######## bk_adder_sequencer_flat ########
Fig. 1: bk_adder_sequencer_flat, sequential cells grouped by signal name
The bar under the picture is 20 um long. Other sequential cells in the stronger gray, the rest of the logic in the fainter gray.
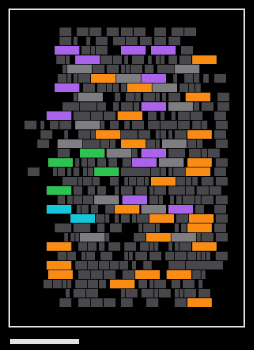

File: src/rtl/bk_adder_sequencer_pkg.sv
// Shared types and helpers for the BrentKung adder sequencer slice.
// Holds operand width, bus width, FSM state encoding and the operand interleave.
package bk_pkg;

  localparam int BK_WIDTH = 12;
  localparam int BK_BUS   = 2 * BK_WIDTH;

  typedef enum logic [1:0] {
    IDLE   = 2'd0,
    SETTLE = 2'd1,
    DONE   = 2'd2
  } bk_state_t;

  // The adder expects A and B bit-interleaved: even lanes A, odd lanes B.
  function automatic logic [BK_BUS-1:0] bk_interleave(
    input logic [BK_WIDTH-1:0] a,
    input logic [BK_WIDTH-1:0] b
  );
    logic [BK_BUS-1:0] bus;
    bus = '0;
    for (int i = 0; i < BK_WIDTH; i++) begin
      bus[2*i]   = a[i];
      bus[2*i+1] = b[i];
    end
    return bus;
  endfunction

endpackage

File: src/rtl/bk_adder_sequencer_if.sv
// Operand and result valid/ready handshakes of the adder sequencer.
// master = upstream producer / downstream consumer side, slave = the sequencer.
interface bk_adder_sequencer_if;
  import bk_pkg::*;

  logic                in_valid;
  logic                in_ready;
  logic [BK_WIDTH-1:0] in_a;
  logic [BK_WIDTH-1:0] in_b;
  logic                in_acc;
  logic                out_valid;
  logic                out_ready;
  logic [BK_WIDTH-1:0] out_sum;
  logic                out_cout;

  modport master (
    output in_valid, in_a, in_b, in_acc, out_ready,
    input  in_ready, out_valid, out_sum, out_cout
  );

  modport slave (
    input  in_valid, in_a, in_b, in_acc, out_ready,
    output in_ready, out_valid, out_sum, out_cout
  );

endinterface

File: src/rtl/bk_adder_sequencer_pack.sv
// Combinational packing of an operand pair into the adder's interleaved input bus.
module bk_operand_pack
  import bk_pkg::*;
(
  input  logic [BK_WIDTH-1:0] a,
  input  logic [BK_WIDTH-1:0] b,
  output logic [BK_BUS-1:0]   bus
);

  assign bus = bk_interleave(a, b);

endmodule

File: src/rtl/bk_adder_sequencer.sv
// Sequencer around an external combinational BrentKung adder: drives its input bus,
// waits a settle window, captures the result and optionally accumulates it.
module bk_adder_sequencer
  import bk_pkg::*;
#(
  parameter int WIDTH         = 12,
  parameter int SETTLE_CYCLES = 2,
  parameter bit ACC_SATURATE  = 1'b0
) (
  input  logic                 clk,
  input  logic                 rst_n,
  bk_adder_sequencer_if.slave  bus,
  input  logic                 acc_clr,
  output logic [2*WIDTH-1:0]   adder_in,
  input  logic [WIDTH:0]       adder_out,
  output logic [WIDTH-1:0]     acc_q,
  output logic                 acc_ovf
);

  localparam logic [3:0] CNT_LOAD = 4'(SETTLE_CYCLES - 1);

  bk_state_t          state_reg, state_next;
  logic [3:0]         cnt_reg, cnt_next;
  logic [2*WIDTH-1:0] adder_in_reg;
  logic               acc_op_reg;
  logic [WIDTH-1:0]   sum_reg;
  logic               cout_reg;
  logic [WIDTH-1:0]   acc_reg, acc_next;
  logic               ovf_reg, ovf_next;

  logic               in_ready;
  logic               accept;
  logic               retire;
  logic               acc_write;
  logic               capture;
  logic [WIDTH-1:0]   acc_wdata;
  logic [WIDTH-1:0]   b_eff;
  logic [2*WIDTH-1:0] packed_bus;

  assign in_ready  = rst_n & ((state_reg == IDLE) | ((state_reg == DONE) & bus.out_ready));
  assign accept    = bus.in_valid & in_ready;
  assign retire    = (state_reg == DONE) & bus.out_ready;
  assign acc_write = retire & acc_op_reg;
  assign acc_wdata = (ACC_SATURATE && cout_reg) ? {WIDTH{1'b1}} : sum_reg;

  // Clear beats a retiring write; acc_next is also the forwarded B for in_acc.
  always_comb begin
    acc_next = acc_reg;
    ovf_next = ovf_reg;
    if (acc_clr) begin
      acc_next = '0;
      ovf_next = 1'b0;
    end else if (acc_write) begin
      acc_next = acc_wdata;
      ovf_next = ovf_reg | cout_reg;
    end
  end

  assign b_eff = bus.in_acc ? acc_next : bus.in_b;

  bk_operand_pack u_pack (
    .a   (bus.in_a),
    .b   (b_eff),
    .bus (packed_bus)
  );

  always_comb begin
    state_next = state_reg;
    cnt_next   = cnt_reg;
    capture    = 1'b0;
    case (state_reg)
      IDLE: begin
        if (accept) begin
          state_next = SETTLE;
          cnt_next   = CNT_LOAD;
        end
      end
      SETTLE: begin
        if (cnt_reg == 4'd0) begin
          state_next = DONE;
          capture    = 1'b1;
        end else begin
          cnt_next = cnt_reg - 4'd1;
        end
      end
      DONE: begin
        if (retire) begin
          if (accept) begin
            state_next = SETTLE;
            cnt_next   = CNT_LOAD;
          end else begin
            state_next = IDLE;
          end
        end
      end
      default: state_next = IDLE;
    endcase
  end

  always_ff @(posedge clk) begin
    if (!rst_n) begin
      state_reg    <= IDLE;
      cnt_reg      <= '0;
      adder_in_reg <= '0;
      acc_op_reg   <= 1'b0;
      sum_reg      <= '0;
      cout_reg     <= 1'b0;
      acc_reg      <= '0;
      ovf_reg      <= 1'b0;
    end else begin
      state_reg <= state_next;
      cnt_reg   <= cnt_next;
      acc_reg   <= acc_next;
      ovf_reg   <= ovf_next;
      if (accept) begin
        adder_in_reg <= packed_bus;
        acc_op_reg   <= bus.in_acc;
      end
      if (capture) begin
        sum_reg  <= adder_out[WIDTH-1:0];
        cout_reg <= adder_out[WIDTH];
      end
    end
  end

  assign bus.in_ready  = in_ready;
  assign bus.out_valid = (state_reg == DONE);
  assign bus.out_sum   = sum_reg;
  assign bus.out_cout  = cout_reg;
  assign adder_in      = adder_in_reg;
  assign acc_q         = acc_reg;
  assign acc_ovf       = ovf_reg;

endmodule
File: src/flat_wrapper.sv
// flat-port wrapper written by rule: the top's interface ports become plain ports
module bk_adder_sequencer_flat import bk_pkg::*;
#(
  parameter int WIDTH         = 12,
  parameter int SETTLE_CYCLES = 2,
  parameter bit ACC_SATURATE  = 1'b0
)
  (clk, rst_n, acc_clr, adder_in, adder_out, acc_q, acc_ovf, bus_in_valid, bus_in_a, bus_in_b, bus_in_acc, bus_out_ready, bus_in_ready, bus_out_valid, bus_out_sum, bus_out_cout);
  bk_adder_sequencer_if bus_i ();
  input  logic clk;
  input  logic rst_n;
  input  logic acc_clr;
  output logic [2*WIDTH-1:0] adder_in;
  input  logic [WIDTH:0] adder_out;
  output logic [WIDTH-1:0] acc_q;
  output logic acc_ovf;
  input wire logic [$bits(bus_i.in_valid)-1:0] bus_in_valid;
  input wire logic [$bits(bus_i.in_a)-1:0] bus_in_a;
  input wire logic [$bits(bus_i.in_b)-1:0] bus_in_b;
  input wire logic [$bits(bus_i.in_acc)-1:0] bus_in_acc;
  input wire logic [$bits(bus_i.out_ready)-1:0] bus_out_ready;
  output wire logic [$bits(bus_i.in_ready)-1:0] bus_in_ready;
  output wire logic [$bits(bus_i.out_valid)-1:0] bus_out_valid;
  output wire logic [$bits(bus_i.out_sum)-1:0] bus_out_sum;
  output wire logic [$bits(bus_i.out_cout)-1:0] bus_out_cout;
  assign bus_i.in_valid = bus_in_valid;
  assign bus_i.in_a = bus_in_a;
  assign bus_i.in_b = bus_in_b;
  assign bus_i.in_acc = bus_in_acc;
  assign bus_i.out_ready = bus_out_ready;
  assign bus_in_ready = bus_i.in_ready;
  assign bus_out_valid = bus_i.out_valid;
  assign bus_out_sum = bus_i.out_sum;
  assign bus_out_cout = bus_i.out_cout;
  bk_adder_sequencer #(.WIDTH(WIDTH), .SETTLE_CYCLES(SETTLE_CYCLES), .ACC_SATURATE(ACC_SATURATE)) u_core (.clk(clk), .rst_n(rst_n), .bus(bus_i), .acc_clr(acc_clr), .adder_in(adder_in), .adder_out(adder_out), .acc_q(acc_q), .acc_ovf(acc_ovf));
endmodule
File: config.mk
export PLATFORM = sky130hd
export DESIGN_NAME = bk_adder_sequencer_flat
export DESIGN_NICKNAME = d
export VERILOG_FILES = /design/src/rtl/bk_adder_sequencer_pkg.sv /design/src/rtl/bk_adder_sequencer_if.sv /design/src/rtl/bk_adder_sequencer_pack.sv /design/src/rtl/bk_adder_sequencer.sv /design/src/flat_wrapper.sv
export SDC_FILE = /design/constraint.sdc
export NUM_CORES = 1
export LEC_CHECK = 0
export ABC_CLOCK_PERIOD_IN_PS = 4600
export CAP_MARGIN = 25
export CORE_ASPECT_RATIO = 1.4
export CORE_MARGIN = 4
export CORE_UTILIZATION = 45
export DETAILED_ROUTE_END_ITERATION = 7
export PLACE_DENSITY = 0.88
export RECOVER_POWER = 25
export SLEW_MARGIN = 20
export SYNTH_ARGS = -nofsm -noshare
export SYNTH_HDL_FRONTEND = slang
export SYNTH_SLANG_ARGS = --single-unit
File: constraint.sdc
create_clock -name clk -period 4.6 [get_ports clk]
set_input_delay 0.92 -clock clk [delete_from_list [all_inputs] [get_ports clk]]
set_output_delay 0.92 -clock clk [all_outputs]
set_load 0.005 [all_outputs]
######## debug_host ########
### src/rtl/debug_host_pkg.sv
// debug_host_pkg: command codes, response codes and FSM state type shared by
// the debug host responder and its phase tracker.
`timescale 1ns/1ps
package debug_host_pkg;

  // Command byte codes. 0x00..CMD_READ_IP select a register to read.
  localparam logic [7:0] CMD_READ_IP    = 8'h08;
  localparam logic [7:0] CMD_CONTINUE   = 8'h10;
  localparam logic [7:0] CMD_STATUS     = 8'h11;
  localparam logic [7:0] CMD_WAIT_COUNT = 8'h13;
  localparam logic [7:0] CMD_WAIT_CLEAR = 8'h14;

  // Single-byte reply for anything that cannot be honoured.
  localparam logic [7:0] RSP_ERROR = 8'hEE;

  // Register address of the instruction pointer on the debug port.
  localparam logic [3:0] DEBUG_REG_IP = 4'd8;

  // Responses are serialized from a 24-bit word, LSB first.
  localparam int RSP_WIDTH = 24;

  typedef enum logic [2:0] {
    IDLE,
    REG_SETUP,
    REG_CAPTURE,
    CONT_WAIT,
    SEND
  } state_t;

  // True for the register-read command range r0..r7 plus ip.
  function automatic logic is_read_cmd(input logic [7:0] code);
    return (code <= CMD_READ_IP) && (code[3:0] <= DEBUG_REG_IP);
  endfunction

endpackage

### src/rtl/debug_host_phase_tracker.sv
// debug_host_phase_tracker: mirrors the processor's 4-cycle wait phase.
// A wait_for_continue pulse re-aligns the phase to 1 and marks the processor
// halted; ph == 0 is the cycle in which the processor samples a continue.
`timescale 1ns/1ps
module debug_host_phase_tracker (
  input  logic       clock,
  input  logic       reset,
  input  logic       wait_for_continue,
  input  logic       clear_halted,
  output logic [1:0] ph,
  output logic       halted
);

  // Free-running phase, re-synchronised on every wait pulse; a wait pulse
  // wins over a simultaneous clear so a stray wait is never lost.
  always_ff @(posedge clock or negedge reset) begin
    if (!reset) begin
      ph     <= 2'd0;
      halted <= 1'b0;
    end else if (wait_for_continue) begin
      ph     <= 2'd1;
      halted <= 1'b1;
    end else begin
      ph <= ph + 2'd1;
      if (clear_halted) begin
        halted <= 1'b0;
      end
    end
  end

endmodule

### src/rtl/debug_host.sv
// debug_host: byte-command responder for the processor's wait/continue and
// debug register read port. Commands arrive on cmd_*, replies leave on rsp_*.
//
// Handshake: a byte moves on a stream in every cycle where valid & ready are
// both high at the rising clock edge; a producer holds valid and data stable
// until that happens. cmd_ready is high only in IDLE, rsp_valid only in SEND.
//
// Optional build macro DEBUG_HOST_WAIT_COUNT_EN adds a saturating 16-bit count
// of halt entries, read with 0x13 (2 bytes, LSB first) and cleared with 0x14.
// WORD_SIZE must not exceed 24 (register replies are 3 bytes).
`timescale 1ns/1ps
module debug_host
  import debug_host_pkg::*;
#(
  parameter int WORD_SIZE = 18
) (
  input  logic                 clock,
  input  logic                 reset,
  input  logic                 cmd_valid,
  input  logic [7:0]           cmd_data,
  output logic                 cmd_ready,
  output logic                 rsp_valid,
  output logic [7:0]           rsp_data,
  input  logic                 rsp_ready,
  input  logic                 wait_for_continue,
  output logic                 wait_continue_execution,
  output logic                 debug_get_param,
  output logic [3:0]           debug_reg_addr,
  input  logic [WORD_SIZE-1:0] debug_data_out
);

  // FSM state is kept as a named signal so checkers can bind to it.
  state_t      state;
  logic [1:0]  ph;
  logic        halted;

  // Bytes still to be sent after rsp_data, and how many of them remain.
  logic [15:0] rsp_rest;
  logic [1:0]  rsp_left;

  // Response load request, decided combinationally from state and inputs.
  logic                 load_en;
  logic [RSP_WIDTH-1:0] load_word;
  logic [1:0]           load_left;

  // The next cycle is the processor's execute quantum.
  logic        lands_next;

  debug_host_phase_tracker u_phase (
    .clock             (clock),
    .reset             (reset),
    .wait_for_continue (wait_for_continue),
    .clear_halted      (wait_continue_execution),
    .ph                (ph),
    .halted            (halted)
  );

  assign cmd_ready  = (state == IDLE);
  assign rsp_valid  = (state == SEND);
  assign lands_next = (ph == 2'd3) && !wait_for_continue;

`ifdef DEBUG_HOST_WAIT_COUNT_EN
  logic [15:0] wait_count;
  logic        halted_rise;

  assign halted_rise = wait_for_continue && !halted;

  // Count halt entries, saturating; a clear command takes priority.
  always_ff @(posedge clock or negedge reset) begin
    if (!reset) begin
      wait_count <= 16'd0;
    end else if ((state == IDLE) && cmd_valid && (cmd_data == CMD_WAIT_CLEAR)) begin
      wait_count <= 16'd0;
    end else if (halted_rise && (wait_count != 16'hFFFF)) begin
      wait_count <= wait_count + 16'd1;
    end
  end
`endif

  // Decide when a reply is loaded into the serializer and what it holds.
  always_comb begin
    load_en   = 1'b0;
    load_word = '0;
    load_left = 2'd0;
    case (state)
      IDLE: begin
        if (cmd_valid) begin
          if (is_read_cmd(cmd_data)) begin
            load_en = 1'b0;
          end else if (cmd_data == CMD_CONTINUE) begin
            if (!halted) begin
              load_en   = 1'b1;
              load_word = {16'd0, RSP_ERROR};
            end
          end else if (cmd_data == CMD_STATUS) begin
            load_en   = 1'b1;
            load_word = {23'd0, halted};
`ifdef DEBUG_HOST_WAIT_COUNT_EN
          end else if (cmd_data == CMD_WAIT_COUNT) begin
            load_en   = 1'b1;
            load_word = {8'd0, wait_count};
            load_left = 2'd1;
          end else if (cmd_data == CMD_WAIT_CLEAR) begin
            load_en   = 1'b1;
            load_word = {16'd0, CMD_WAIT_CLEAR};
`endif
          end else begin
            load_en   = 1'b1;
            load_word = {16'd0, RSP_ERROR};
          end
        end
      end
      REG_CAPTURE: begin
        load_en   = 1'b1;
        load_word = RSP_WIDTH'(debug_data_out);
        load_left = 2'd2;
      end
      CONT_WAIT: begin
        if (wait_continue_execution) begin
          load_en   = 1'b1;
          load_word = {16'd0, CMD_CONTINUE};
        end
      end
      default: begin
        load_en = 1'b0;
      end
    endcase
  end

  // Main FSM: command decode, debug port drive, continue timing, serializer.
  always_ff @(posedge clock or negedge reset) begin
    if (!reset) begin
      state                   <= IDLE;
      debug_get_param         <= 1'b0;
      debug_reg_addr          <= 4'd0;
      wait_continue_execution <= 1'b0;
      rsp_data                <= 8'd0;
      rsp_rest                <= 16'd0;
      rsp_left                <= 2'd0;
    end else begin
      case (state)
        IDLE: begin
          if (cmd_valid) begin
            if (is_read_cmd(cmd_data)) begin
              state           <= REG_SETUP;
              debug_get_param <= 1'b1;
              debug_reg_addr  <= cmd_data[3:0];
            end else if ((cmd_data == CMD_CONTINUE) && halted) begin
              // If the very next cycle is the quantum, pulse there.
              state                   <= CONT_WAIT;
              wait_continue_execution <= lands_next;
            end
          end
        end
        REG_SETUP: begin
          state <= REG_CAPTURE;
        end
        REG_CAPTURE: begin
          debug_get_param <= 1'b0;
        end
        CONT_WAIT: begin
          // The pulse is one cycle wide; the reply is loaded in that cycle.
          if (wait_continue_execution) begin
            wait_continue_execution <= 1'b0;
          end else begin
            wait_continue_execution <= lands_next;
          end
        end
        SEND: begin
          if (rsp_ready) begin
            if (rsp_left == 2'd0) begin
              state <= IDLE;
            end else begin
              rsp_data <= rsp_rest[7:0];
              rsp_rest <= {8'd0, rsp_rest[15:8]};
              rsp_left <= rsp_left - 2'd1;
            end
          end
        end
        default: begin
          state <= IDLE;
        end
      endcase
      if (load_en) begin
        state    <= SEND;
        rsp_data <= load_word[7:0];
        rsp_rest <= load_word[23:8];
        rsp_left <= load_left;
      end
    end
  end

endmodule

### config.mk
export PLATFORM = sky130hd
export DESIGN_NAME = debug_host
export DESIGN_NICKNAME = d
export VERILOG_FILES = /design/src/rtl/debug_host_pkg.sv /design/src/rtl/debug_host_phase_tracker.sv /design/src/rtl/debug_host.sv
export SDC_FILE = /design/constraint.sdc
export NUM_CORES = 1
export LEC_CHECK = 0
export CAP_MARGIN = 20
export CORE_UTILIZATION = 45
export CTS_CLUSTER_SIZE = 40
export DETAILED_ROUTE_END_ITERATION = 8
export PLACE_DENSITY = 0.84
export SLEW_MARGIN = 20
export SYNTH_ARGS = -nofsm -noshare
export SYNTH_HDL_FRONTEND = slang
export SYNTH_SLANG_ARGS = --single-unit
### constraint.sdc
create_clock -name clock -period 2 [get_ports clock]
set_input_delay 0.6 -clock clock [delete_from_list [all_inputs] [get_ports clock]]
set_output_delay 0.6 -clock clock [all_outputs]
set_load 0.01 [all_outputs]

==> gallery <==
Placement by cell class.
The bar under the picture is 20 um long.
(a)
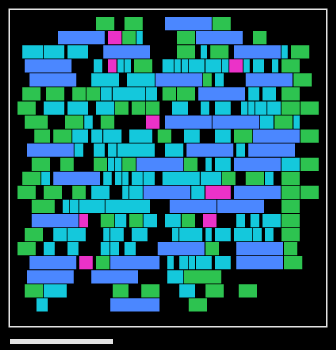
(b)
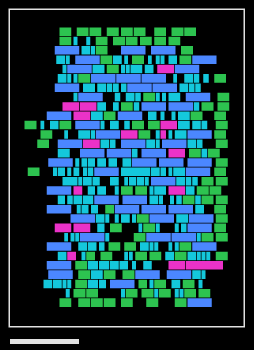
bk_adder_sequencer_flat -> (b)
debug_host -> (a)
Of these, most sequential cells: (b)
Of these, most cells: (b)

Key to (b):
- clock drivers and dummy loads: magenta (cells 16; share of their area 6.4%)
- remaining buffers and delay cells: green (cells 97; share of their area 29%)
- remaining logic cells: cyan (cells 176; share of their area 31%)
- registers: blue (cells 57; share of their area 34%)

Fig. 2: debug_host, sequential cells grouped by signal name
The bar under the picture is 20 um long. Other sequential cells in the stronger gray, the rest of the logic in the fainter gray.
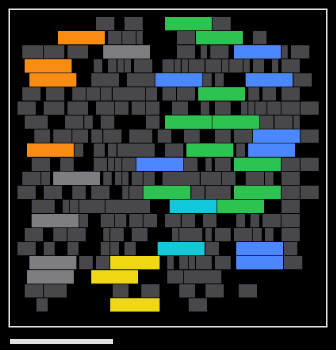
- `debug_reg_addr`: orange (placed flops 4; where north-west)
- `rsp_left`: cyan (placed flops 2)
- `rsp_data`: blue (placed flops 8)
- `state`: yellow (placed flops 3)
- `rsp_rest`: green (placed flops 10)
- not colored: 5
Seq. pwr: 1.07 mW
register area: 803 um^2

==> results.tsv, debug_host <==
metric	value	unit
status	complete, no violations	
n_tap_cell	46	
tritoncts	yes	
fp-utilization	47.1	%
wl_met2	2050	um
root_buffer	clkbuf_4	
area_delta_synth_final	49.7	%
worst-r2r-setup-slack	0.10	ns
combPwrFrac	51.3	%
power_frac_seq	35.3	%
core	3340	um^2
largest_class	registers	
hold-path-cell-count	1	
final_cell_mix	41 x clkdlybuf4s50_1, 30 x dfrtp_1, 22 x buf_4	
wl_met3	252	um
synthCells	142	
max_stage_delay	0.45	ns
finalClockPeriodUsage	97.9	%
synthAdderAreaFrac	1.59	%
xor_area_share	0.557	%
logic_area	764	um^2
crit_fanout	8	
yosysTopAreaCell	dfrtp_1	
fill_cells	281	
critPathLaunchType	input port	
clock_path_buffers	2	
reg2reg_depth	7	
antenna_cells	0	
critical_path.endpoint	rsp_data[7]	
critPathCaptureType	flop	
## debug_host: worst register-to-register path, stage by stage, from the launching register on
cell,delay [ns]
dfrtp_2,0.44
buf_4,0.16
or4b_4,0.56
o22ai_4,0.15
a31oi_2,0.07
buf_4,0.17
a211oi_1,0.19
a31oi_1,0.07
## debug_host: power by group through the flow
| stage | Clock, mW | Sequential, mW | Combinational [mW] |
|---|---|---|---|
| after global placement | 0 | 1.07 | 1.33 |
| after floorplan | 0 | 1.10 | 0.793 |
| final | 0.407 | 1.07 | 1.55 |
| after detailed placement | 0 | 1.08 | 1.38 |
| after CTS | 0.411 | 1.06 | 1.52 |
| after global routing | 0.440 | 1.09 | 1.69 |
## debug_host: per-stage QoR
stage                     instances  worst slack (ns)
final                           261            0.0425
after global routing            261           0.00308
after CTS                       258           0.00605
after detailed placement        244            -0.536
after global placement          244            -0.479
after floorplan                 142             0.136
## debug_host: routing by layer
metal  track usage, %  up-vias
li1                 -      667
met1             27.4      675
met2             39.3       49
met3             7.14        3
met4             8.44        0
met5                0        -
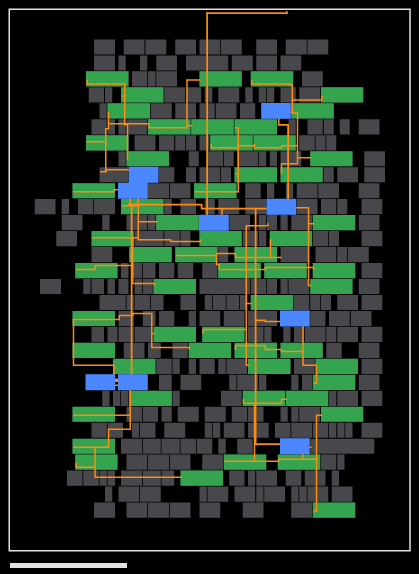
Fig. 3. Clock wires, drivers and flops (bk_adder_sequencer_flat).
The bar under the picture is 20 um long.
- clock-net drivers: blue (count 9)
- clock wires: orange (length 696 um)
- flip-flops: green (count 57)
- routed clock nets: 10
Clock net power: 0.495 mW
clk latency late pin: 0.33 ns
Setup Skew: 0.00524 ns

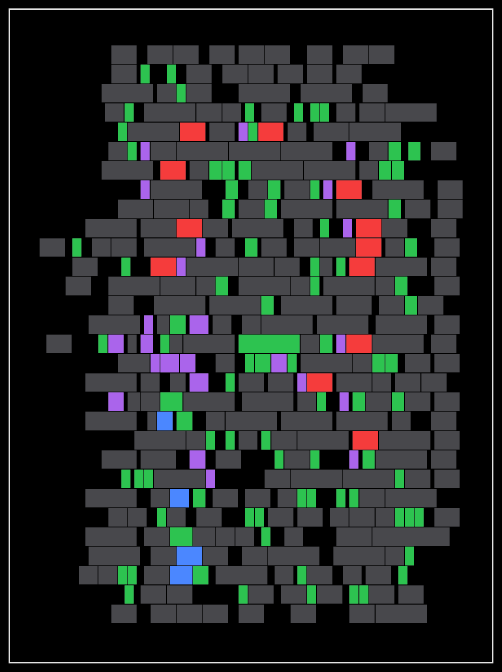
Fig. 4. Logic cells by family (bk_adder_sequencer_flat).
- mux cells: red (cells 12; most used mux2i_1)
- nand cells: green (cells 86; most used nand2_1)
- nor cells: purple (cells 24; most used nor2_1)
- and/or cells: blue (cells 4)
Commonest Layout Cell: clkdlybuf4s50_1
Comb/total area: 29.8%
fin cells: 410

## Picture notes: Fig. 1
- `u_core.adder_in`: orange (placed flops 24)
- `u_core.state_reg`: cyan (placed flops 2)
- `u_core.bus.out_sum`: purple (placed flops 12)
- `u_core.cnt_reg`: green (placed flops 4)
- not colored: 15
Seq/total area: 33.3%
final core utilization: 70.3%
Seq. pwr: 0.519 mW

==> results.tsv, bk_adder_sequencer_flat <==
metric	value	unit
status	complete, no violations	
combPwrFrac	10.9	%
holdPathEnd	u_core.adder_in[18]	
comb_power	0.124	mW
antenna_cells	0	
hold_violations	0	
cts_hold_buf	0	
dieArea	6250	um^2
pwr-share-clk	43.5	%
fmax	313	MHz
crit_fanout	4	
grt_usage	21.0	%
dpl.hpwl	4510	um
clock_path_buffers	2	
avgViaCountPerCell	5.20	
tightestPinTransition	0.891	ns
tritoncts	yes	
rows	30	
power.net_switching	0.265	mW
first_global_vias	2141	
clkSinkCount	57	
core	4880	um^2
area_delta_synth_final	51.3	%
setup_tns	0	ns
reg2reg_to	u_core.bus.out_sum[1]	
min-delay-start	u_core.adder_in[18]	
bk_adder_sequencer_flat: kinds of logic (layout without fill, tap and decap cells):
logic type	Yosys count	in the layout	share of synthesized area [%]
adder cells (fa/ha/maj)	1	1	0.552
buffers and inverters	18	115	4.53
multiplexers	12	12	5.30
AND/OR/NAND/NOR	114	114	24.0
flip-flops	57	57	50.3
AND-OR/OR-AND	47	47	15.3
bk_adder_sequencer_flat: layer usage:
metal	track usage [%]	vias to the layer above	wire (um)
met5	0	-	0
met4	10.3	0	172
met3	3.06	15	338
met2	38.6	69	3450
met1	22.2	1003	2420
li1	-	1047	-
bk_adder_sequencer_flat: how the worst max path moves through the flow:
stage	from	endpoint	slack (ns)	cells past startpoint
finish	bus_out_ready	bus_in_ready	1.41	4
floorplan	rst_n	bus_in_ready	2.36	2
global placement	bus_out_ready	bus_in_ready	1.44	4
detailed placement	bus_out_ready	bus_in_ready	1.42	4
CTS	bus_out_ready	bus_in_ready	1.41	4
global route	bus_out_ready	bus_in_ready	1.35	4
bk_adder_sequencer_flat: worst max-delay path: stages:
cell	delay (ns)
clkdlybuf4s50_1	0.53
nand2b_1	0.16
and3b_1	0.17
clkdlybuf4s50_1	0.49

######## prbs_link_test_sequencer ########
Fig. 5: prbs_link_test_sequencer, placement by cell class
The bar under the picture is 50 um long.
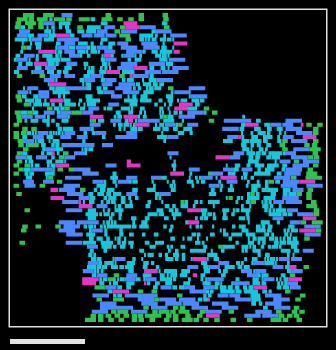

## src/rtl/prbs_link_test_sequencer.sv

```systemverilog
// PRBS7 single-lane BER test sequencer: free-running generator, self-synchronising checker, LOCK/RUN/DRAIN control.
// Optional first-error capture outputs are built only when PRBS_LINK_TEST_FIRST_ERR_EN is defined.
module prbs_link_test_sequencer #(
    parameter int LOCK_LEN     = 32,
    parameter int LOCK_TIMEOUT = 1024,
    parameter int DRAIN_LEN    = 16,
    parameter int COUNT_W      = 64
) (
    input  logic               clock,
    input  logic               reset_n,
    input  logic               start,
    input  logic               abort,
    input  logic [COUNT_W-1:0] test_length,
    output logic               tx_data,
    input  logic               rx_data,
    output logic               inject_stop,
    output logic               busy,
    output logic               done,
    output logic               lock_fail,
    output logic [COUNT_W-1:0] bit_count,
`ifdef PRBS_LINK_TEST_FIRST_ERR_EN
    output logic               first_err_valid,
    output logic [COUNT_W-1:0] first_err_index,
`endif
    output logic [COUNT_W-1:0] error_count
);

    localparam int MW = $clog2(LOCK_LEN + 1);
    localparam int TW = $clog2(LOCK_TIMEOUT + 1);
    localparam int DW = $clog2(DRAIN_LEN + 1);
    localparam logic [MW-1:0] LOCK_LEN_C   = MW'(LOCK_LEN);
    localparam logic [TW-1:0] TIMEOUT_C    = TW'(LOCK_TIMEOUT);
    localparam logic [DW-1:0] DRAIN_LAST_C = DW'(DRAIN_LEN - 1);
    localparam logic [6:0]    GEN_SEED     = 7'h7F;
    localparam logic [2:0]    SEED_LEN     = 3'd7;

    typedef enum logic [2:0] {S_IDLE, S_LOCK, S_RUN, S_DRAIN, S_DONE} state_t;

    state_t             state_q, state_d;
    logic [6:0]         gen_q, gen_d;
    logic               tx_q, tx_d;
    logic [6:0]         rs_q, rs_d;
    logic               lock_fail_q, lock_fail_d;
    logic [COUNT_W-1:0] bit_q, bit_d;
    logic [COUNT_W-1:0] err_q, err_d;
    logic [COUNT_W-1:0] len_q, len_d;
    logic [2:0]         seed_q, seed_d;
    logic [MW-1:0]      match_q, match_d;
    logic [TW-1:0]      lock_cyc_q, lock_cyc_d;
    logic [DW-1:0]      drain_q, drain_d;
    logic               gen_bit, expected, mismatch, accept;
`ifdef PRBS_LINK_TEST_FIRST_ERR_EN
    logic               fe_vld_q, fe_vld_d;
    logic [COUNT_W-1:0] fe_idx_q, fe_idx_d;
`endif

    function automatic logic [COUNT_W-1:0] sat_inc(input logic [COUNT_W-1:0] v, input logic inc);
        logic [COUNT_W-1:0] r;
        r = v;
        if (inc && (v != '1)) r = v + 1'b1;
        return r;
    endfunction

    always_comb begin
        state_d     = state_q;
        rs_d        = rs_q;
        lock_fail_d = lock_fail_q;
        bit_d       = bit_q;
        err_d       = err_q;
        len_d       = len_q;
        seed_d      = seed_q;
        match_d     = match_q;
        lock_cyc_d  = lock_cyc_q;
        drain_d     = drain_q;
`ifdef PRBS_LINK_TEST_FIRST_ERR_EN
        fe_vld_d    = fe_vld_q;
        fe_idx_d    = fe_idx_q;
`endif
        gen_bit  = gen_q[6] ^ gen_q[5];
        gen_d    = {gen_q[5:0], gen_bit};
        tx_d     = gen_bit;
        expected = rs_q[6] ^ rs_q[5];
        mismatch = (rx_data != expected);
        accept   = start && !abort && ((state_q == S_IDLE) || (state_q == S_DONE));

        case (state_q)
            S_IDLE, S_DONE: begin
                if (accept) begin
                    state_d     = S_LOCK;
                    bit_d       = '0;
                    err_d       = '0;
                    lock_fail_d = 1'b0;
                    rs_d        = '0;
                    seed_d      = '0;
                    match_d     = '0;
                    lock_cyc_d  = '0;
                    len_d       = test_length;
`ifdef PRBS_LINK_TEST_FIRST_ERR_EN
                    fe_vld_d    = 1'b0;
                    fe_idx_d    = '0;
`endif
                end
            end
            S_LOCK: begin
                if (abort) begin
                    state_d = S_IDLE;
                end else begin
                    rs_d       = {rs_q[5:0], rx_data};
                    lock_cyc_d = lock_cyc_q + 1'b1;
                    // An all-zero register predicts zeros forever, so it never counts toward lock.
                    if (seed_q != SEED_LEN) seed_d = seed_q + 1'b1;
                    else if (!mismatch && (rs_q != '0)) match_d = match_q + 1'b1;
                    else match_d = '0;
                    drain_d = '0;
                    if (match_d == LOCK_LEN_C) begin
                        state_d = (len_q == '0) ? S_DRAIN : S_RUN;
                    end else if (lock_cyc_d == TIMEOUT_C) begin
                        lock_fail_d = 1'b1;
                        state_d     = S_DRAIN;
                    end
                end
            end
            S_RUN: begin
                if (abort) begin
                    state_d = S_IDLE;
                end else begin
                    // Flywheel: feed back the prediction so a single flipped bit cannot propagate.
                    rs_d  = {rs_q[5:0], expected};
                    bit_d = bit_q + 1'b1;
                    err_d = sat_inc(err_q, mismatch);
`ifdef PRBS_LINK_TEST_FIRST_ERR_EN
                    if (mismatch && !fe_vld_q) begin
                        fe_vld_d = 1'b1;
                        fe_idx_d = bit_q;
                    end
`endif
                    drain_d = '0;
                    if (bit_d == len_q) state_d = S_DRAIN;
                end
            end
            S_DRAIN: begin
                if (abort) begin
                    state_d = S_IDLE;
                end else begin
                    drain_d = drain_q + 1'b1;
                    if (drain_q == DRAIN_LAST_C) state_d = S_DONE;
                end
            end
            default: state_d = S_IDLE;
        endcase
    end

    always_ff @(posedge clock) begin
        if (!reset_n) begin
            state_q     <= S_IDLE;
            gen_q       <= GEN_SEED;
            tx_q        <= 1'b0;
            rs_q        <= '0;
            lock_fail_q <= 1'b0;
            bit_q       <= '0;
            err_q       <= '0;
`ifdef PRBS_LINK_TEST_FIRST_ERR_EN
            fe_vld_q    <= 1'b0;
            fe_idx_q    <= '0;
`endif
        end else begin
            state_q     <= state_d;
            gen_q       <= gen_d;
            tx_q        <= tx_d;
            rs_q        <= rs_d;
            lock_fail_q <= lock_fail_d;
            bit_q       <= bit_d;
            err_q       <= err_d;
`ifdef PRBS_LINK_TEST_FIRST_ERR_EN
            fe_vld_q    <= fe_vld_d;
            fe_idx_q    <= fe_idx_d;
`endif
        end
    end

    // Working counters are always initialised on an accepted start, so they carry no reset.
    always_ff @(posedge clock) begin
        len_q      <= len_d;
        seed_q     <= seed_d;
        match_q    <= match_d;
        lock_cyc_q <= lock_cyc_d;
        drain_q    <= drain_d;
    end

    assign tx_data     = tx_q;
    assign inject_stop = (state_q != S_RUN);
    assign busy        = (state_q == S_LOCK) || (state_q == S_RUN) || (state_q == S_DRAIN);
    assign done        = (state_q == S_DONE);
    assign lock_fail   = lock_fail_q;
    assign bit_count   = bit_q;
    assign error_count = err_q;
`ifdef PRBS_LINK_TEST_FIRST_ERR_EN
    assign first_err_valid = fe_vld_q;
    assign first_err_index = fe_idx_q;
`endif

endmodule

```

## config.mk

```make
export PLATFORM = sky130hd
export DESIGN_NAME = prbs_link_test_sequencer
export DESIGN_NICKNAME = d
export VERILOG_FILES = /design/src/rtl/prbs_link_test_sequencer.sv
export SDC_FILE = /design/constraint.sdc
export NUM_CORES = 1
export LEC_CHECK = 0
export CAP_MARGIN = 25
export CORE_MARGIN = 2
export CORE_UTILIZATION = 30
export DETAILED_ROUTE_END_ITERATION = 8
export REMOVE_ABC_BUFFERS = 1
export SLEW_MARGIN = 20
export SYNTH_ARGS = -nofsm -noshare
export SYNTH_HDL_FRONTEND = slang
export SYNTH_SLANG_ARGS = --single-unit
```

## constraint.sdc

```tcl
create_clock -name clock -period 8.8 [get_ports clock]
set_input_delay 1.76 -clock clock [delete_from_list [all_inputs] [get_ports clock]]
set_output_delay 1.76 -clock clock [all_outputs]
set_load 0.03 [all_outputs]
```

######## ram_sweep_sp ########
--- config.mk ---
export PLATFORM = sky130hd
export DESIGN_NAME = ram_sweep_sp
export DESIGN_NICKNAME = d
export VERILOG_FILES = /design/src/rtl/ram_pkg.sv /design/src/rtl/ram_clear_sweeper.sv /design/src/rtl/ram_sweep_sp.sv
export SDC_FILE = /design/constraint.sdc
export NUM_CORES = 1
export LEC_CHECK = 0
export ABC_AREA = 1
export CORE_UTILIZATION = 30
export CTS_BUF_LIST = sky130_fd_sc_hd__clkbuf_8
export DETAILED_ROUTE_END_ITERATION = 16
export PLACE_DENSITY = 0.46
export SYNTH_ARGS = -nofsm -noshare
export SYNTH_HDL_FRONTEND = slang
export SYNTH_SLANG_ARGS = --single-unit
--- constraint.sdc ---
create_clock -name clk -period 4.3 [get_ports clk]
set_input_delay 1.075 -clock clk [delete_from_list [all_inputs] [get_ports clk]]
set_output_delay 1.075 -clock clk [all_outputs]
set_load 0.05 [all_outputs]
--- src/rtl/ram_pkg.sv ---
// Shared types, defaults and the parity helper for the sweep-cleared scratch RAM.
// Latency: n/a (declarations only). Backpressure: n/a.
package ram_pkg;

  localparam int DEFAULT_WIDTH  = 8;
  localparam int DEFAULT_ADDR_W = 6;
  // Widest data word the parity helper can cover.
  localparam int PARITY_MAX_W   = 64;

  typedef enum logic {
    IDLE  = 1'b0,
    SWEEP = 1'b1
  } sweep_state_e;

  function automatic logic even_parity(input logic [PARITY_MAX_W-1:0] d);
    return ^d;
  endfunction

endpackage

--- src/rtl/ram_clear_sweeper.sv ---
// Clear engine: zeroes one word per cycle from address 0 to DEPTH-1 after reset or clear.
// Latency: clear takes effect on the edge it is sampled. Backpressure: none, busy is advisory to the owner.
module ram_clear_sweeper
  import ram_pkg::*;
#(
  parameter int ADDR_W = DEFAULT_ADDR_W
) (
  input  logic              clk,
  input  logic              rst_n,
  input  logic              clear,
  output logic              busy,
  output logic              sweep_we,
  output logic [ADDR_W-1:0] sweep_addr
);

  sweep_state_e      state_q, state_d;
  logic [ADDR_W-1:0] cnt_q, cnt_d;

  always_ff @(posedge clk) begin
    if (!rst_n) begin
      state_q <= SWEEP;
      cnt_q   <= '0;
    end else begin
      state_q <= state_d;
      cnt_q   <= cnt_d;
    end
  end

  always_comb begin
    state_d = state_q;
    cnt_d   = cnt_q;
    if (clear) begin
      // The clear edge itself zeroes address 0; the sweep then starts again from 0.
      state_d = SWEEP;
      cnt_d   = '0;
    end else if (state_q == SWEEP) begin
      cnt_d = cnt_q + 1'b1;
      if (cnt_q == '1) begin
        state_d = IDLE;
      end
    end
  end

  assign busy       = !rst_n || (state_q == SWEEP);
  assign sweep_we   = rst_n && (clear || (state_q == SWEEP));
  assign sweep_addr = clear ? '0 : cnt_q;

endmodule

--- src/rtl/ram_sweep_sp.sv ---
// Single-port scratch RAM with registered read, rd_valid pulse and a sequential clear sweep.
// Optional RAM_PARITY_EN adds a stored even-parity bit per word and a read parity_err flag.
module ram_sweep_sp
  import ram_pkg::*;
#(
  parameter int WIDTH  = DEFAULT_WIDTH,
  parameter int ADDR_W = DEFAULT_ADDR_W
) (
  input  logic              clk,
  input  logic              rst_n,
  input  logic [ADDR_W-1:0] address,
  input  logic [WIDTH-1:0]  datain,
  input  logic              store,
  input  logic              rd_en,
  input  logic              clear,
  output logic [WIDTH-1:0]  dataout,
  output logic              rd_valid,
  output logic              busy,
  output logic              wr_drop,
  output logic              parity_err
);

  localparam int DEPTH = 2 ** ADDR_W;
`ifdef RAM_PARITY_EN
  localparam int MEM_W = WIDTH + 1;
`else
  localparam int MEM_W = WIDTH;
`endif

  logic [MEM_W-1:0]  mem [DEPTH];
  logic              sweep_we;
  logic [ADDR_W-1:0] sweep_addr;
  logic              idle, wr_ok, rd_ok;
  logic [MEM_W-1:0]  wr_word, rd_word;

  logic [WIDTH-1:0]  dataout_q, dataout_d;
  logic              rd_valid_q, rd_valid_d;
  logic              wr_drop_q, wr_drop_d;

  ram_clear_sweeper #(
    .ADDR_W(ADDR_W)
  ) u_sweeper (
    .clk       (clk),
    .rst_n     (rst_n),
    .clear     (clear),
    .busy      (busy),
    .sweep_we  (sweep_we),
    .sweep_addr(sweep_addr)
  );

  // A clear on this edge blocks user traffic just like an ongoing sweep.
  assign idle  = !busy && !clear;
  assign wr_ok = store && idle;
  assign rd_ok = rd_en && idle;

`ifdef RAM_PARITY_EN
  assign wr_word = {even_parity(PARITY_MAX_W'(datain)), datain};
`else
  assign wr_word = datain;
`endif
  assign rd_word = mem[address];

  always_ff @(posedge clk) begin
    if (rst_n) begin
      if (sweep_we) begin
        mem[sweep_addr] <= '0;
      end else if (wr_ok) begin
        mem[address] <= wr_word;
      end
    end
  end

  always_comb begin
    dataout_d  = dataout_q;
    rd_valid_d = rd_en;
    wr_drop_d  = store && !idle;
    if (rd_en) begin
      dataout_d = rd_ok ? rd_word[WIDTH-1:0] : '0;
    end
  end

  always_ff @(posedge clk) begin
    if (!rst_n) begin
      dataout_q  <= '0;
      rd_valid_q <= 1'b0;
      wr_drop_q  <= 1'b0;
    end else begin
      dataout_q  <= dataout_d;
      rd_valid_q <= rd_valid_d;
      wr_drop_q  <= wr_drop_d;
    end
  end

  assign dataout  = dataout_q;
  assign rd_valid = rd_valid_q;
  assign wr_drop  = wr_drop_q;

`ifdef RAM_PARITY_EN
  logic parity_err_q, parity_err_d;

  always_comb begin
    parity_err_d = rd_ok &&
                   (even_parity(PARITY_MAX_W'(rd_word[WIDTH-1:0])) != rd_word[WIDTH]);
  end

  always_ff @(posedge clk) begin
    if (!rst_n) begin
      parity_err_q <= 1'b0;
    end else begin
      parity_err_q <= parity_err_d;
    end
  end

  assign parity_err = parity_err_q;
`else
  assign parity_err = 1'b0;
`endif

endmodule

Fig. 6: ram_sweep_sp, routing congestion
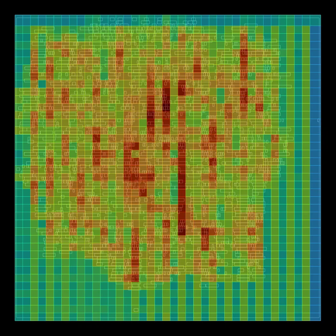
final core utilization: 35.5%
GR Util All Layers: 17.0%
met2 global-route usage: 28.7%
mean routed wirelength per cell: 20.5 um
GR Util met3: 2.94%

==> results.tsv, ram_sweep_sp <==
metric	value	unit
status	complete, no violations	
yosysTopAreaCell	edfxtp_1	
common_cells	688 x nand2_1, 512 x edfxtp_1, 434 x nand3_1, 73 x nor2_1, 52 x buf_2	
p_leak	9.23	nW
clk_pin_slew	0.05	ns
cp_data_arrival_time	2.45	ns
critical_path.endpoint	busy	
root_buffer	clkbuf_8	
yosys_warnings	0	
worst_slack	0.770	ns
wl_met1	27600	um
synth-simple-area-share	24.2	%
finalClockPeriodUsage	82.1	%
stdcell_count	3061	
netlist_area	21800	um^2
grt.overflow.total	0	
worst-path-stages	3	
die_y	272	um
fp-utilization	30.4	%
ys_sh_mux	0	%
slew_viol_final	0	
lay_top_count	nand2_1	
fp.dieW	272	um
cts.repair.resized	0	
startpoint	rst_n	
antenna_left	0	
ram_sweep_sp: where the power goes:
| group | internal, mW | total, mW | switching [mW] | leakage (nW) |
|---|---|---|---|---|
| registers | 5.57 | 5.57 | 0.00220 | 4.52 |
| clock network | 2.06 | 4.14 | 2.09 | 0.907 |
| logic | 0.157 | 0.564 | 0.407 | 3.80 |
| total | 7.79 | 10.3 | 2.50 | 9.23 |
ram_sweep_sp: sequential cells by signal, summed over array words and instances (netlist names):
name / flops
u_sweeper.state_q: 1
u_sweeper.cnt_q: 6
dataout: 8
mem: 512
wr_drop: 1
rd_valid: 1
ram_sweep_sp: worst reg2reg max path: stages, from the launching register on:
cell and delay [ns]:
dfxtp_1 0.37, inv_2 0.13, nand2_2 0.08, nor2_4 0.11, nand2_1 0.32, nand2_1 0.23
o21ai_4 0.14, inv_2 0.23, nand3_2 0.45, nor2_1 0.25, buf_4 0.20
ram_sweep_sp: cell type report:
cell class                 instances  area (um^2)
fill                            7119        46300
sequential                       529        15700
timing repair buffer             130         1230
multi-input combinational       1250         5530
inverter                          35          139
tap                              950         1190
clock inverter                    75          379
clock buffer                      91         1250
antenna                            1         2.50
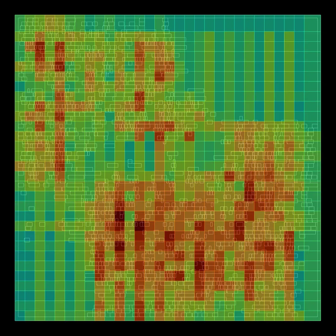
Fig. 7. Routing congestion (prbs_link_test_sequencer).
GR Util met3: 4.26%
final core utilization: 38.2%
met1 usage: 27.2%

## Picture notes: Fig. 5
- clock drivers and dummy loads: magenta (cells 53; share of their area 6.8%)
- registers: blue (cells 236; share of their area 36%)
- remaining logic cells: cyan (cells 1,160; share of their area 44%)
- remaining buffers and delay cells: green (cells 209; share of their area 13%)
Core ar.: 42,800 um^2
Seq/total area: 34.3%
fin area: 16,400 um^2
Rows: 76

==> results.tsv, prbs_link_test_sequencer <==
metric	value	unit
boundaryPins	202	
maxUsedRoutingLayer	met4	
combPwrFrac	12.9	%
hold_violations	0	
common_cells	175 x nor2_1, 147 x dfxtp_1, 129 x nand2_1, 108 x xnor2_1, 95 x a21oi_1	
synthTopCellsByArea	dfxtp_1 23%, edfxtp_1 21%, xnor2_1 7.3%	
fmax	186	MHz
antenna_left	0	
reg2reg_from	bit_count[0]	
slew_viol_final	0	
setup_tns	0	ns
pwr-share-clk	44.0	%
ff_type	dfxtp_1	
status	complete, no violations	
final_cell_mix	201 x clkdlybuf4s50_1, 175 x nor2_1, 147 x dfxtp_1	
postCtsSetupRepairBufs	0	
avgSynthCellArea	8.67	um^2
avgViaCountPerCell	5.44	
==> prbs_link_test_sequencer: cell type report <==
type,count,share of cell area [%]
sequential,236,34.3
multi-input combinational,1131,41.7
clock inverter,15,1.42
timing repair buffer,209,12.7
tap,546,4.18
clock buffer,38,5.09
inverter,29,0.665
==> prbs_link_test_sequencer: per-stage QoR <==
step	hold WS [ns]	setup WS, ns	power, mW	util, %
final	0.409	3.43	3.01	38.2
after global routing	0.442	3.13	3.14	38.2
after CTS	0.408	3.42	3.04	38.2
after detailed placement	0.392	2.80	1.71	35.7
after global placement	0.390	2.94	1.70	35.7
after floorplan	0.386	3.33	1.54	-
==> prbs_link_test_sequencer: how the worst min path moves through the flow <==
stage | slack (ns) | end | depth (start not counted) | start
2_1_floorplan | 0.39 | gen_q[1] | 1 | gen_q[0]
3_3_place_gp | 0.39 | gen_q[3] | 1 | gen_q[2]
3_5_place_dp | 0.39 | gen_q[3] | 1 | gen_q[2]
4_1_cts | 0.41 | gen_q[3] | 1 | gen_q[2]
5_1_grt | 0.44 | gen_q[4] | 1 | gen_q[3]
6_report | 0.41 | gen_q[3] | 1 | gen_q[2]

######## change_event_logger ########
Fig. 8: change_event_logger, placement by cell class
The bar under the picture is 20 um long.
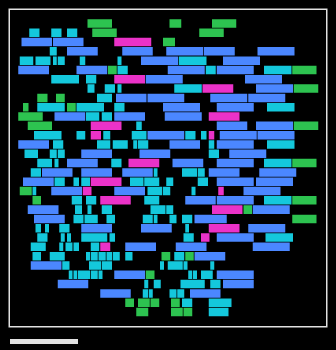
Fig. 9: change_event_logger, clock wires, drivers and flops
The bar under the picture is 20 um long.
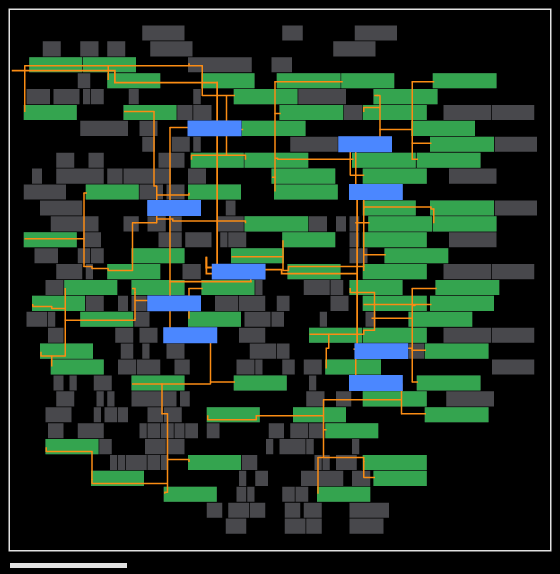
===== src/rtl/change_event_logger.sv =====
// change_event_logger: timestamps change events from the comparator stage,
// queues them in a small first-word-fall-through FIFO, keeps saturating
// per-sensor event counts, a sticky drop flag and a stretched LED alert.
module change_event_logger #(
    parameter int DEPTH = 4,
    parameter int HOLD  = 8
) (
    input  logic       clk,
    input  logic       reset,
    input  logic       evt_valid,
    input  logic [1:0] evt_sensor,
    input  logic       rd_en,
    input  logic       clr_ovf,
    input  logic [1:0] cnt_sel,
    output logic [7:0] dout,
    output logic       empty,
    output logic       full,
    output logic       overflow,
    output logic       alert,
    output logic [3:0] cnt_out
);

    localparam int DATA_W = 8;
    localparam int AW     = $clog2(DEPTH);
    localparam int CW     = AW + 1;

    localparam logic [CW-1:0] FULL_CNT = CW'(DEPTH);
    localparam logic [7:0]    HOLD_VAL = 8'(HOLD);

    // Saturating increment for the 4-bit per-sensor counters.
    function automatic logic [3:0] sat_inc4(input logic [3:0] v);
        return (v == 4'hF) ? v : v + 4'd1;
    endfunction

    // Hold counter step: reload on an event, otherwise run down and park at 0.
    function automatic logic [7:0] hold_next(input logic ev, input logic [7:0] v);
        if (ev)
            return HOLD_VAL;
        else if (v != 8'd0)
            return v - 8'd1;
        else
            return v;
    endfunction

    logic [5:0]        ts_q,     ts_d;
    logic [AW-1:0]     wr_ptr_q, wr_ptr_d;
    logic [AW-1:0]     rd_ptr_q, rd_ptr_d;
    logic [CW-1:0]     count_q,  count_d;
    logic              ovf_q,    ovf_d;
    logic [7:0]        hold_q,   hold_d;
    logic              alert_q,  alert_d;
    logic [3:0]        cnt_q [4];
    logic [3:0]        cnt_d [4];
    logic [DATA_W-1:0] mem_q [DEPTH];

    logic is_empty;
    logic is_full;
    logic pop_acc;
    logic push_acc;
    logic drop;

    assign is_empty = (count_q == '0);
    assign is_full  = (count_q == FULL_CNT);

    // A pop only counts when there is something to pop; a push into a full
    // FIFO is still taken if the head leaves in the same cycle.
    assign pop_acc  = rd_en && !is_empty;
    assign push_acc = evt_valid && (!is_full || pop_acc);
    assign drop     = evt_valid && is_full && !pop_acc;

    // Next-state computation for timestamp, pointers, occupancy, flags and counters.
    always_comb begin
        ts_d     = ts_q + 6'd1;
        wr_ptr_d = wr_ptr_q;
        rd_ptr_d = rd_ptr_q;
        count_d  = count_q;

        if (push_acc)
            wr_ptr_d = wr_ptr_q + 1'b1;
        if (pop_acc)
            rd_ptr_d = rd_ptr_q + 1'b1;

        unique case ({push_acc, pop_acc})
            2'b10:   count_d = count_q + 1'b1;
            2'b01:   count_d = count_q - 1'b1;
            default: count_d = count_q;
        endcase

        // A drop in the same cycle as a clear leaves the flag set.
        if (drop)
            ovf_d = 1'b1;
        else if (clr_ovf)
            ovf_d = 1'b0;
        else
            ovf_d = ovf_q;

        for (int i = 0; i < 4; i++) begin
            cnt_d[i] = cnt_q[i];
            if (evt_valid && (evt_sensor == 2'(i)))
                cnt_d[i] = sat_inc4(cnt_q[i]);
        end

        hold_d  = hold_next(evt_valid, hold_q);
        alert_d = (hold_d != 8'd0);
    end

    // Control state: cleared immediately by reset, otherwise follows next-state.
    always_ff @(posedge clk or posedge reset) begin
        if (reset) begin
            ts_q     <= '0;
            wr_ptr_q <= '0;
            rd_ptr_q <= '0;
            count_q  <= '0;
            ovf_q    <= 1'b0;
            hold_q   <= '0;
            alert_q  <= 1'b0;
            for (int i = 0; i < 4; i++)
                cnt_q[i] <= '0;
        end else begin
            ts_q     <= ts_d;
            wr_ptr_q <= wr_ptr_d;
            rd_ptr_q <= rd_ptr_d;
            count_q  <= count_d;
            ovf_q    <= ovf_d;
            hold_q   <= hold_d;
            alert_q  <= alert_d;
            for (int i = 0; i < 4; i++)
                cnt_q[i] <= cnt_d[i];
        end
    end

    // Entry storage: data only, so it is not reset; stale words are hidden by the count.
    always_ff @(posedge clk) begin
        if (push_acc)
            mem_q[wr_ptr_q] <= {evt_sensor, ts_q};
    end

    assign dout     = mem_q[rd_ptr_q];
    assign empty    = is_empty;
    assign full     = is_full;
    assign overflow = ovf_q;
    assign alert    = alert_q;
    assign cnt_out  = cnt_q[cnt_sel];

endmodule


===== config.mk =====
export PLATFORM = sky130hd
export DESIGN_NAME = change_event_logger
export DESIGN_NICKNAME = d
export VERILOG_FILES = /design/src/rtl/change_event_logger.sv
export SDC_FILE = /design/constraint.sdc
export NUM_CORES = 1
export LEC_CHECK = 0
export CORE_MARGIN = 2
export CORE_UTILIZATION = 40
export CTS_BUF_LIST = sky130_fd_sc_hd__clkbuf_16
export CTS_CLUSTER_SIZE = 24
export DETAILED_ROUTE_END_ITERATION = 6
export PLACE_DENSITY_LB_ADDON = 0.15
export SETUP_SLACK_MARGIN = 0.1
export SLEW_MARGIN = 20
export SYNTH_ARGS = -nofsm -noshare
export SYNTH_HDL_FRONTEND = slang
export SYNTH_SLANG_ARGS = --single-unit

===== constraint.sdc =====
create_clock -name clk -period 2.8 [get_ports clk]
set_input_delay 0.84 -clock clk [delete_from_list [all_inputs] [get_ports clk]]
set_output_delay 0.84 -clock clk [all_outputs]
set_load 0.1 [all_outputs]

==> results.tsv <==
metric	value	unit
status	complete, no violations	
largest_register	mem_q	
antenna_cells	0	
avgSynthCellArea	15.2	um^2
finalSetupViolations	0	
synth-simple-area-share	9.78	%
synthTopCellsByArea	dfrtp_1 31%, edfxtp_1 31%, mux4_2 8.7%	
path_class	input port to output port	
largest_reg_flops	32	
hp-class	flop to flop	
dr.pass1.iters	4	
rsz0062_at_grt	false	
critical_path.endpoint	cnt_out[3]	
drt_iter0_drc	48	
maxUsedRoutingLayer	met4	
hold_violations	0	
cp_cell_sequence	dlygate4sd2_1 -> mux4_2 -> buf_12	
dp_slack	-0.258	ns
cp_data_arrival_time	1.82	ns
worstSkewPairLatency	0.32	ns
crit_fanout	2	
avgViaCountPerCell	4.80	
setup_tns	0	ns
grt_start_max_net_pins	40	
grt.overflow.total	0	
skew	0.00567	ns
slew_viol_final	0	
wl_per_cell	14.4	um
cp_slowest_cell	mux4_2	
About Fig. 8:
- registers: blue (cells 71; share of their area 51%)
- remaining logic cells: cyan (cells 131; share of their area 31%)
- clock drivers and dummy loads: magenta (cells 16; share of their area 7.8%)
- remaining buffers and delay cells: green (cells 32; share of their area 11%)
Seq/total area: 48.9%
final core utilization: 51.8%
Core ar.: 7650 um^2
Rows: 32
fin area: 3960 um^2

About Fig. 9:
- clock wires: orange (length 816 um)
- clock-net drivers: blue (count 9)
- flip-flops: green (count 71)
- flops lie: all over the die

[worst max-delay path: cells and delay by family]
family / cells / cell delay [ns]
buffers and inverters: 2 / 0.43
muxes: 1 / 0.55
[final cells by class]
type	instances	share of cell area, %
clock inverter	7	1.83
inverter	13	1.23
sequential	71	48.9
tap	102	3.22
timing repair buffer	32	10.2
multi-input combinational	118	28.9
clock buffer	9	5.69
[routing by layer]
| metal | vias to the layer above | global-route usage [%] |
|---|---|---|
| li1 | 824 | - |
| met1 | 842 | 18.1 |
| met2 | 17 | 22.0 |
| met3 | 5 | 2.69 |
| met4 | 0 | 5.60 |
| met5 | - | 0 |
[how the worst min path moves through the flow]
stage                    from        end  depth (start not counted)
floorplan            cnt_q[7]   cnt_q[7]                          1
global placement     cnt_q[3]   cnt_q[3]                          1
detailed placement  cnt_q[15]  cnt_q[15]                          1
CTS                 cnt_q[15]  cnt_q[15]                          1
global route        cnt_q[15]  cnt_q[15]                          1
finish              cnt_q[15]  cnt_q[15]                          1


==> layout pictures side by side <==
Clock wires, drivers and flops.
picture 1
The bar under the picture is 50 um long.
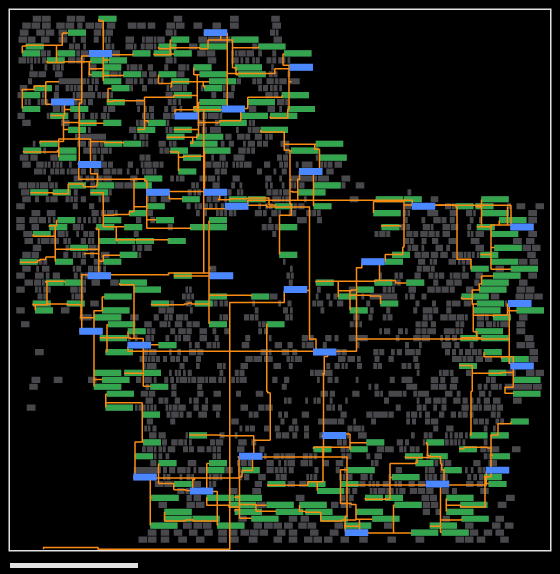
picture 2
The bar under the picture is 100 um long.
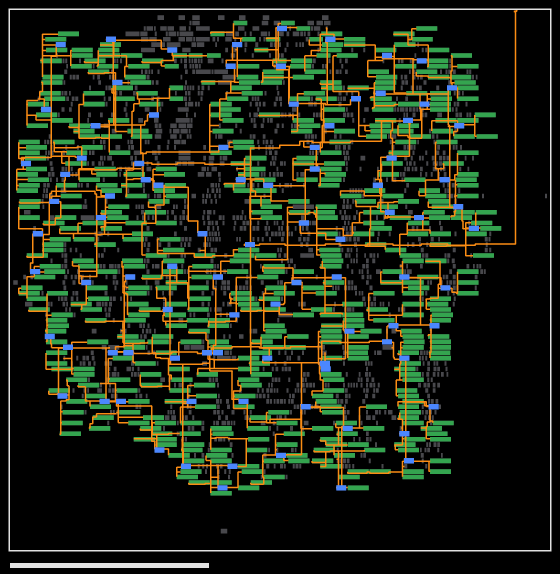
picture 3
The bar under the picture is 20 um long.
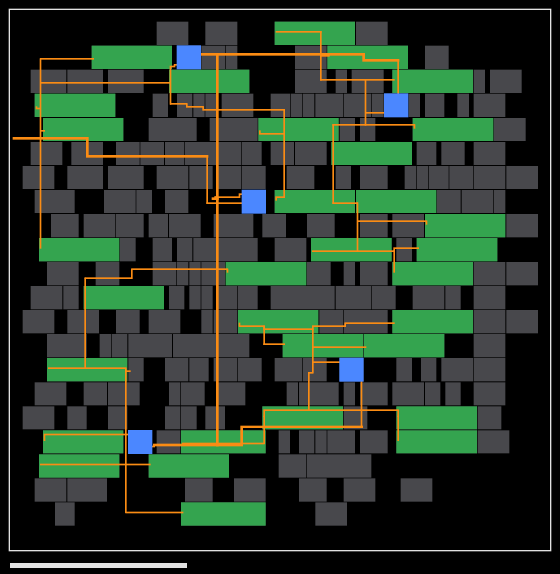
- smallest die: picture 3
picture 1: prbs_link_test_sequencer
picture 2: ram_sweep_sp
picture 3: debug_host

Power and IR drop assume default switching activity.
